=== block 1 ===
Figure 1. Port wiring (block 1).
Drawn at 4 px/micron.
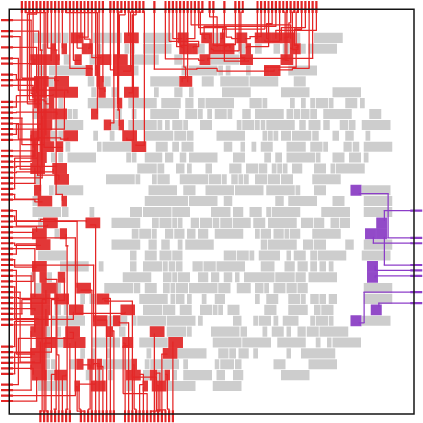

**config.mk**
```make
export PLATFORM = sky130hd
export DESIGN_NAME = display_source_arbiter
export DESIGN_NICKNAME = d
export VERILOG_FILES = /design/src/rtl/display_source_arbiter.sv
export SDC_FILE = /design/constraint.sdc
export NUM_CORES = 1
export LEC_CHECK = 0
export ABC_CLOCK_PERIOD_IN_PS = 2870
export CORE_MARGIN = 5
export CORE_UTILIZATION = 57
export CTS_BUF_LIST = sky130_fd_sc_hd__clkbuf_8
export DETAILED_ROUTE_END_ITERATION = 8
export DONT_BUFFER_PORTS = 1
export PLACE_DENSITY = 0.72
export SETUP_SLACK_MARGIN = 0.2
export SYNTH_ARGS = -nofsm -noshare
export SYNTH_HDL_FRONTEND = slang
export SYNTH_SLANG_ARGS = --single-unit
export TNS_END_PERCENT = 20
```
**constraint.sdc**
```tcl
create_clock -name CLK -period 2.87 [get_ports CLK]
set_input_delay 0.574 -clock CLK [delete_from_list [all_inputs] [get_ports CLK]]
set_output_delay 0.574 -clock CLK [all_outputs]
set_load 0.05 [all_outputs]
```
**src/rtl/display_source_arbiter.sv**
```systemverilog
// Fixed-priority display source selector with change blanking and edit blinking.
// Drives registered digits, per-digit blanks and the selected index to the 7-segment decoders.
module display_source_arbiter #(
    parameter int unsigned NUM_SRC      = 5,
    parameter int unsigned NUM_DIGITS   = 8,
    parameter int unsigned DIGIT_W      = 4,
    parameter int unsigned BLINK_HALF   = 25000000,
    parameter int unsigned SWITCH_BLANK = 5000000,
    localparam int unsigned SEL_W       = (NUM_SRC > 1) ? $clog2(NUM_SRC) : 1
) (
    input  logic                            CLK,
    input  logic                            RESET,
    input  logic [NUM_SRC-1:0]              SRC_REQ,
    input  logic [NUM_SRC*NUM_DIGITS*DIGIT_W-1:0] SRC_DATA,
    input  logic                            EDIT_EN,
    input  logic [NUM_DIGITS-1:0]           EDIT_MASK,
    output logic [NUM_DIGITS*DIGIT_W-1:0]   OUT_DATA,
    output logic [NUM_DIGITS-1:0]           OUT_BLANK,
    output logic [SEL_W-1:0]                OUT_SEL,
    output logic                            OUT_CHANGING
);

    localparam int unsigned SLICE_W = NUM_DIGITS * DIGIT_W;
    localparam int unsigned BLINK_W = (BLINK_HALF > 1) ? $clog2(BLINK_HALF) : 1;
    localparam int unsigned CHG_W   = (SWITCH_BLANK > 1) ? $clog2(SWITCH_BLANK) : 1;
    localparam logic [BLINK_W-1:0] BLINK_LAST  = BLINK_W'(BLINK_HALF - 1);
    localparam logic [CHG_W-1:0]   CHG_RELOAD  = (SWITCH_BLANK != 0) ? CHG_W'(SWITCH_BLANK - 1) : '0;
    localparam logic [SEL_W-1:0]   DEFAULT_SEL = SEL_W'(NUM_SRC - 1);

    typedef enum logic {SHOW, CHANGE} state_t;

    state_t                 state, state_n;
    logic [SEL_W-1:0]       winner;
    logic [SLICE_W-1:0]     win_data;
    logic                   sel_change;
    logic [CHG_W-1:0]       chg_cnt, chg_cnt_n;
    logic [BLINK_W-1:0]     blink_cnt, blink_cnt_n;
    logic                   phase, phase_n;
    logic [NUM_DIGITS-1:0]  blank_n;

    // Lowest requesting index wins; scanning downward lets the lowest overwrite.
    always_comb begin
        winner   = DEFAULT_SEL;
        win_data = '0;
        for (int i = int'(NUM_SRC) - 1; i >= 0; i--) begin
            if (SRC_REQ[i]) winner = SEL_W'(i);
        end
        for (int s = 0; s < int'(NUM_SRC); s++) begin
            if (winner == SEL_W'(s)) win_data = SRC_DATA[s*SLICE_W +: SLICE_W];
        end
    end

    // Next-state, blanking countdown, blink counter and blank mask.
    always_comb begin
        state_n     = state;
        chg_cnt_n   = chg_cnt;
        blink_cnt_n = blink_cnt;
        phase_n     = phase;
        sel_change  = (winner != OUT_SEL);

        case (state)
            SHOW: begin
                if (sel_change && (SWITCH_BLANK != 0)) begin
                    state_n   = CHANGE;
                    chg_cnt_n = CHG_RELOAD;
                end
            end
            CHANGE: begin
                if (sel_change)           chg_cnt_n = CHG_RELOAD;
                else if (chg_cnt == '0)   state_n   = SHOW;
                else                      chg_cnt_n = chg_cnt - CHG_W'(1);
            end
            default: state_n = SHOW;
        endcase

        // A selection change restarts the blink cycle in the visible phase.
        if (sel_change) begin
            blink_cnt_n = '0;
            phase_n     = 1'b0;
        end else if (blink_cnt == BLINK_LAST) begin
            blink_cnt_n = '0;
            phase_n     = ~phase;
        end else begin
            blink_cnt_n = blink_cnt + BLINK_W'(1);
        end

        blank_n = {NUM_DIGITS{state_n == CHANGE}}
                | (EDIT_MASK & {NUM_DIGITS{EDIT_EN & phase_n}});
    end

    always_ff @(posedge CLK) begin
        if (RESET) begin
            state        <= SHOW;
            chg_cnt      <= '0;
            blink_cnt    <= '0;
            phase        <= 1'b0;
            OUT_SEL      <= DEFAULT_SEL;
            OUT_DATA     <= '0;
            OUT_BLANK    <= '1;
            OUT_CHANGING <= 1'b0;
        end else begin
            state        <= state_n;
            chg_cnt      <= chg_cnt_n;
            blink_cnt    <= blink_cnt_n;
            phase        <= phase_n;
            OUT_SEL      <= winner;
            OUT_DATA     <= win_data;
            OUT_BLANK    <= blank_n;
            OUT_CHANGING <= (state_n == CHANGE);
        end
    end

endmodule

```
=== block 2 ===
<file path="config.mk">
export PLATFORM = sky130hd
export DESIGN_NAME = rv32_mod_muldiv
export DESIGN_NICKNAME = d
export VERILOG_FILES = /design/src/rtl/rv32_mod_muldiv.sv
export SDC_FILE = /design/constraint.sdc
export NUM_CORES = 1
export LEC_CHECK = 0
export CAP_MARGIN = 20
export CORE_ASPECT_RATIO = 1.1
export CORE_UTILIZATION = 40
export CTS_CLUSTER_DIAMETER = 120
export DETAILED_ROUTE_END_ITERATION = 8
export PLACE_DENSITY = 0.55
export SLEW_MARGIN = 20
export SYNTH_ARGS = -nofsm -noshare
export SYNTH_HDL_FRONTEND = slang
export SYNTH_SLANG_ARGS = --single-unit
</file>
<file path="constraint.sdc">
create_clock -name clk -period 4.3 [get_ports clk]
set_clock_uncertainty 0.2 [all_clocks]
set_input_delay 0.645 -clock clk [delete_from_list [all_inputs] [get_ports clk]]
set_output_delay 0.645 -clock clk [all_outputs]
set_load 0.1 [all_outputs]
</file>
<file path="src/rtl/rv32_mod_muldiv.sv">
// rv32_mod_muldiv: iterative radix-2 RV32 M-extension multiply/divide unit
module rv32_mod_muldiv #(
    parameter int XLEN      = 32,
    parameter int EARLY_OUT = 1
) (
    input  logic            clk,
    input  logic            rst,
    input  logic            req_valid,
    output logic            req_ready,
    input  logic [2:0]      func,
    input  logic [XLEN-1:0] read0_data,
    input  logic [XLEN-1:0] read1_data,
    input  logic            flush,
    output logic            rsp_valid,
    input  logic            rsp_ready,
    output logic [XLEN-1:0] result
);
    localparam int CW = $clog2(XLEN + 1);

    typedef enum logic [1:0] {IDLE, CALC, FIXUP, DONE} state_t;

    state_t            state_q, state_d;
    logic [2:0]        func_q, func_d;
    logic              s0_q, s0_d, s1_q, s1_d, spec_q, spec_d;
    logic [XLEN-1:0]   b_q, b_d, acc_q, acc_d, lo_q, lo_d, result_q, result_d;
    logic [CW-1:0]     cnt_q, cnt_d;

    logic              sg0, sg1, neg0, neg1, div_zero, ovf, special, div_ge;
    logic [XLEN-1:0]   mag0, mag1, spec_val, sub, qfix, rfix, fix_val;
    logic [XLEN:0]     mul_sum, sh;
    logic [2*XLEN-1:0] prod, pfix;

    // Operand decode at accept time: signedness, magnitudes and RISC-V special-case results
    always_comb begin
        sg0      = func[2] ? ~func[0] : (func[1:0] == 2'b01 || func[1:0] == 2'b10);
        sg1      = func[2] ? ~func[0] : (func[1:0] == 2'b01);
        neg0     = sg0 & read0_data[XLEN-1];
        neg1     = sg1 & read1_data[XLEN-1];
        mag0     = neg0 ? -read0_data : read0_data;
        mag1     = neg1 ? -read1_data : read1_data;
        div_zero = func[2] && read1_data == '0;
        ovf      = func[2] && !func[0] && read0_data == {1'b1, {(XLEN-1){1'b0}}} && &read1_data;
        special  = div_zero | ovf;
        spec_val = div_zero ? (func[1] ? read0_data : '1) : (func[1] ? '0 : read0_data);
    end

    // One radix-2 step: shift-add for multiply, restoring shift-subtract for divide, plus sign fixup
    always_comb begin
        mul_sum = {1'b0, acc_q} + (lo_q[0] ? {1'b0, b_q} : '0);
        sh      = {acc_q, lo_q[XLEN-1]};
        div_ge  = sh >= {1'b0, b_q};
        sub     = sh[XLEN-1:0] - b_q;
        prod    = {acc_q, lo_q};
        pfix    = (s0_q ^ s1_q) ? -prod : prod;
        qfix    = (s0_q ^ s1_q) ? -lo_q : lo_q;
        rfix    = s0_q ? -acc_q : acc_q;
        fix_val = func_q[2] ? (func_q[1] ? rfix : qfix)
                            : (func_q[1:0] == 2'b00 ? pfix[XLEN-1:0] : pfix[2*XLEN-1:XLEN]);
    end

    // Next-state logic; flush forces IDLE from any state and blocks a same-cycle accept
    always_comb begin
        state_d  = state_q;
        func_d   = func_q;
        s0_d     = s0_q;
        s1_d     = s1_q;
        spec_d   = spec_q;
        b_d      = b_q;
        acc_d    = acc_q;
        lo_d     = lo_q;
        cnt_d    = cnt_q;
        result_d = result_q;
        case (state_q)
            IDLE: if (req_valid && !flush) begin
                func_d   = func;
                s0_d     = neg0;
                s1_d     = neg1;
                spec_d   = special;
                b_d      = mag1;
                acc_d    = '0;
                lo_d     = mag0;
                cnt_d    = CW'(XLEN);
                result_d = special ? spec_val : result_q;
                state_d  = (special && EARLY_OUT != 0) ? DONE : CALC;
            end
            CALC: begin
                cnt_d   = cnt_q - 1'b1;
                acc_d   = func_q[2] ? (div_ge ? sub : sh[XLEN-1:0]) : mul_sum[XLEN:1];
                lo_d    = func_q[2] ? {lo_q[XLEN-2:0], div_ge} : {mul_sum[0], lo_q[XLEN-1:1]};
                state_d = cnt_q == CW'(1) ? FIXUP : CALC;
            end
            FIXUP: begin
                result_d = spec_q ? result_q : fix_val;
                state_d  = DONE;
            end
            DONE:    state_d = rsp_ready ? IDLE : DONE;
            default: state_d = IDLE;
        endcase
        if (flush) state_d = IDLE;
    end

    // State registers with synchronous reset
    always_ff @(posedge clk) begin
        if (rst) begin
            state_q  <= IDLE;
            func_q   <= '0;
            s0_q     <= 1'b0;
            s1_q     <= 1'b0;
            spec_q   <= 1'b0;
            b_q      <= '0;
            acc_q    <= '0;
            lo_q     <= '0;
            cnt_q    <= '0;
            result_q <= '0;
        end else begin
            state_q  <= state_d;
            func_q   <= func_d;
            s0_q     <= s0_d;
            s1_q     <= s1_d;
            spec_q   <= spec_d;
            b_q      <= b_d;
            acc_q    <= acc_d;
            lo_q     <= lo_d;
            cnt_q    <= cnt_d;
            result_q <= result_d;
        end
    end

    assign req_ready = state_q == IDLE;
    assign rsp_valid = state_q == DONE;
    assign result    = result_q;
endmodule

</file>
Figure 2. Routed clock nets over the placement (block 1).
Drawn at 3 px/micron.
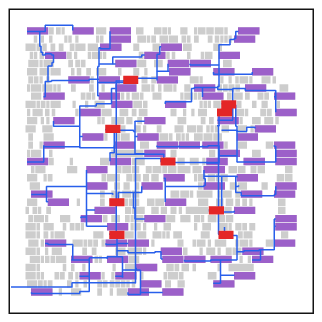
legend:
  purple:
    item: flip-flops
    count: 93
  red:
    item: clock drivers
    count: 9
  blue:
    item: clock wires
    length: 1110 microns
flops lie: spread over the die
routed clock nets: 10
power share of the clock group: 0.332
insertion delay of the later-clocked pin in the worst-skew pair: 360 ps
clock network power: 0.916 mW

## Picture notes: Figure 1
legend:
  red:
    port: SRC_DATA
    bits: 160
    direction: input
    edge: 68 top, 59 left, 33 bottom
    end_cells: 121
    buffers: 0
    wire: 2920 microns
  purple:
    port: EDIT_MASK
    bits: 8
    direction: input
    edge: right
    end_cells: 8
    buffers: 0
    wire: 108 microns
IO Port Bufs: 0
io pins: 220

==> ci_impl_report.md, block 1 <==
### Flow metrics

| Metric | Value |
|---|---|
| Outcome | completed |
| Total via count after detailed routing | 4042 |
| Buffers inserted by post-CTS timing repair | 0 |
| Family with the most delay on the worst path | AND-OR/OR-AND gates |
| Synthesized netlist cell count | 567 |
| Fill count | roughly 750 |
| Most popular library cell in the synthesized design by count | sky130_fd_sc_hd__nor2_1 |
| Synth cell count leaders | 107 x sky130_fd_sc_hd__nor2_1, 93 x sky130_fd_sc_hd__dfxtp_1, 50 x sky130_fd_sc_hd__mux2i_1 |
| Largest cell class by area | logic gates |
| Stage-log warning count | 27 |
| Sequential share of cell area | 0.375 |
| Path length in cells of the critical path | 9 |
| Max reg flops | 32 |
| Startpoint of the worst-slack reg-to-reg timing path | chg_cnt[0] |
| Yosys Chip Area | between 4000 and 5000 sq um |
| Most used flip-flop cell after synthesis | sky130_fd_sc_hd__dfxtp_1 |
| Clock network share of area | 0.0416 |
| Endpoints failing hold | 0 |
| Adder Area Share | 0.00532 |
| Post-place instance area | 4760 sq um |
| Dominant cells by area after synthesis | sky130_fd_sc_hd__dfxtp_1 40%, sky130_fd_sc_hd__mux2i_1 11%, sky130_fd_sc_hd__nor2_1 8.5% |
| Post-Route Setup TNS | 0 ps |
| FF+latch area | between 1500 and 2000 sq um |
| Overflow after GRT | 0 |
| Simple logic cell fraction of the synthesized area | 0.224 |
| Final Cycle Share | 0.848 |
| Worst hold endpoint | OUT_DATA[8] |
| Cell with the biggest individual delay on the critical path | sky130_fd_sc_hd__and4_1 |
| Total DRC errors in the routed layout | 0 |
| Pin count of the biggest net entering global routing | 64 |
| Final critical-path required period | 2430 ps |
## block 1: routing by layer
metal	vias to the layer above	track usage	part of all wire
li1	1948	-	-
met1	1865	0.306	0.39
met2	194	0.384	0.49
met3	35	0.0664	0.079
met4	0	0.125	0.037
met5	-	0	0
## block 1: power breakdown
| part | switching, mW | internal, mW | leakage [nW] |
|---|---|---|---|
| Clock | 0.481 | 0.435 | 0.104 |
| Combinational | 0.161 | 0.146 | 1.07 |
| Sequential | 0.180 | 1.35 | 0.764 |
| Total | 0.822 | 1.93 | 1.94 |
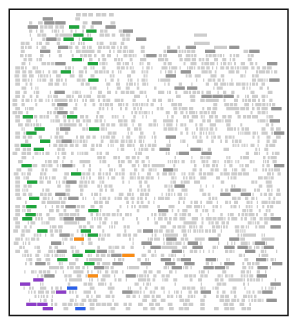
Figure 3: block 2, sequential cells coloured by netlist name.
Drawn at 1.5 px/micron.
legend:
  orange:
    name_in_the_netlist: func_q
    flops: 3
  blue:
    name_in_the_netlist: state_q
    flops: 2
  purple:
    name_in_the_netlist: cnt_q
    flops: 6
    where: bottom left
  green:
    name_in_the_netlist: result
    flops: 32
    where: a vertical strip on the left
sequential group power: 1.45 mW
FF+latch area: 2850 sq um

==> ci_impl_report.md, block 2 <==
### Flow metrics

| Metric | Value |
|---|---|
| Average footprint of a synthesized cell | about 7.2 sq um |
| CP Data Arrival Time | 4070 ps |
| Family with the most delay on the worst path | AND-OR/OR-AND gates |
| Post-place instance area | 16500 sq um |
| Fraction of final layout cells with drive strength greater than 1 | 0.0673 |
| TritonCTS clock tree | yes |
| Worst-case hold slack | 260 ps |
| Endpoints failing hold | 0 |
| Flip-flops with a built-in enable | 0 |
| Post-synth top area cell | sky130_fd_sc_hd__dfxtp_1 |
| DR iter-0 viols | 1111 |
| Share of final layout cell area taken by non-clock buffers | 0.101 |
| Most popular library cell in the synthesized design by count | sky130_fd_sc_hd__nor2_1 |
| Top Consumer | clock |
| GRT Max-Usage Layer | met2 |
| Inverters excl. clock | 67 |
| Outcome | completed |
| Row Count | 73 |
| Switch share | 0.351 |
| Count of maximum capacitance violations | 0 |
| Height of the chip | around 200 microns |
| Total number of multi-input combinational cells | between 1500 and 2000 |
| Least-Margin Pin Slew | 1090 ps |
| Leakage power total | between 6 and 7 nW |
| Layout buffer count excluding clock buffers | between 150 and 200 |
| Number of cells traversed by the worst register-to-register path | 11 |
| Stage-log warning count | 28 |
| IO Port Bufs | 105 |
| Most used flip-flop cell after synthesis | sky130_fd_sc_hd__dfxtp_1 |
| Clock network share of area | 0.0355 |
| RSZ-0062 raised after global routing | false |
| Weighted congestion reported at the end of routability-driven placement | 0.976 |
| Buffers inserted by post-CTS timing repair | 0 |
| Library cell used as clock root buffer | sky130_fd_sc_hd__clkbuf_16 |
| Combinational Power | 1.29 mW |
| Area of the multi-input gates | 11000 sq um |
| XOR Share, Synth | 0.112 |
| Overflow after GRT | 0 |
| Yosys warnings | 0 |
| H-Tree Level Count | 4 |
| Met3 WL post-DR | approximately 2800 microns |
| Compound-cell area share of the yosys netlist | 0.290 |
| Io pins | 106 |
| Largest cell class by area | logic gates |
| Cell with the biggest individual delay on the critical path | sky130_fd_sc_hd__dfxtp_1 |
| Post-cts hold-fix buffer tally | 0 |
| Worst setup startpoint | acc_q[1] |
| Unique masters post-synth | approximately 80 |
| Sequential share of cell area | 0.167 |
| Worst-path clk slew | 60 ps |
| Post-cts resize count | 0 |
| Wire length of the first global-routing pass | 90100 microns |
## block 2: state kept, by name (all words and copies together) (netlist names)
register  flops
s0_q          1
result       32
acc_q        32
s1_q          1
spec_q        1
b_q          32
state_q       2
lo_q         32
cnt_q         6
func_q        3
## block 2: how the worst min path moves through the flow
stage	from	end	slack, ps	depth (start not counted)
after floorplan	b_q[31]	b_q[31]	230	2
after global placement	b_q[31]	b_q[31]	250	2
after detailed placement	b_q[31]	b_q[31]	250	2
after CTS	b_q[31]	b_q[31]	260	2
after global routing	cnt_q[5]	cnt_q[5]	290	1
final	b_q[31]	b_q[31]	260	2

## Gallery

Cell outlines without signal wires.
(a)
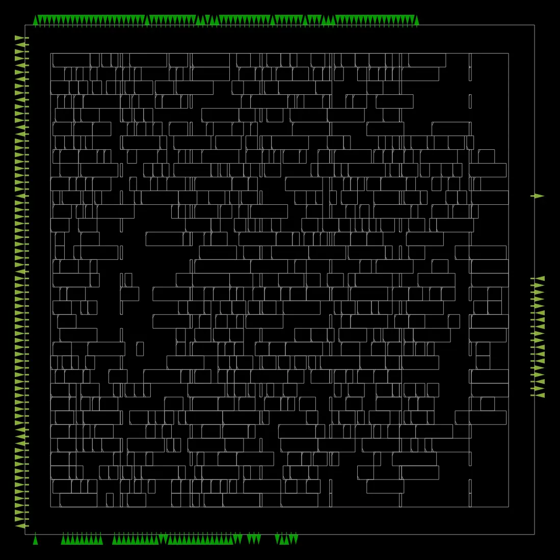
(b)
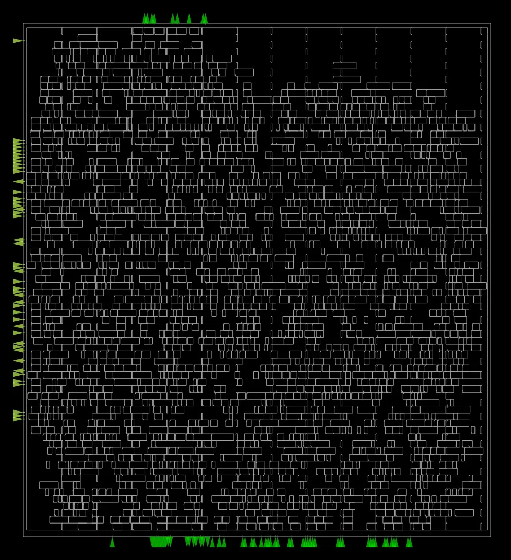
| picture | from |
|---|---|
| (a) | block 1 |
| (b) | block 2 |
The one with the highest utilization is (a).



==> screenshots <==
Cell classes on the final placement.
image #1
Drawn at 1.5 px/micron.
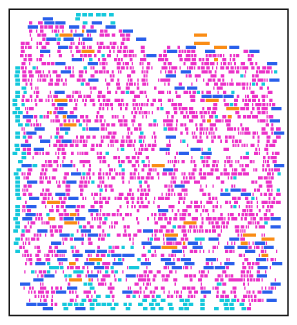
image #2
Drawn at 3 px/micron.
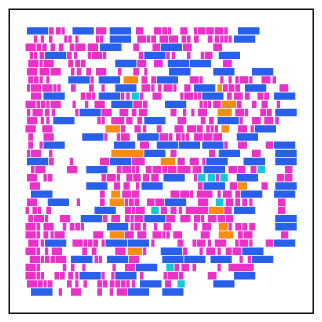
Of these, most cells: image #1
Of these, most sequential cells: image #1
- block 1 = image #2
- block 2 = image #1

Power and IR drop assume default switching activity.
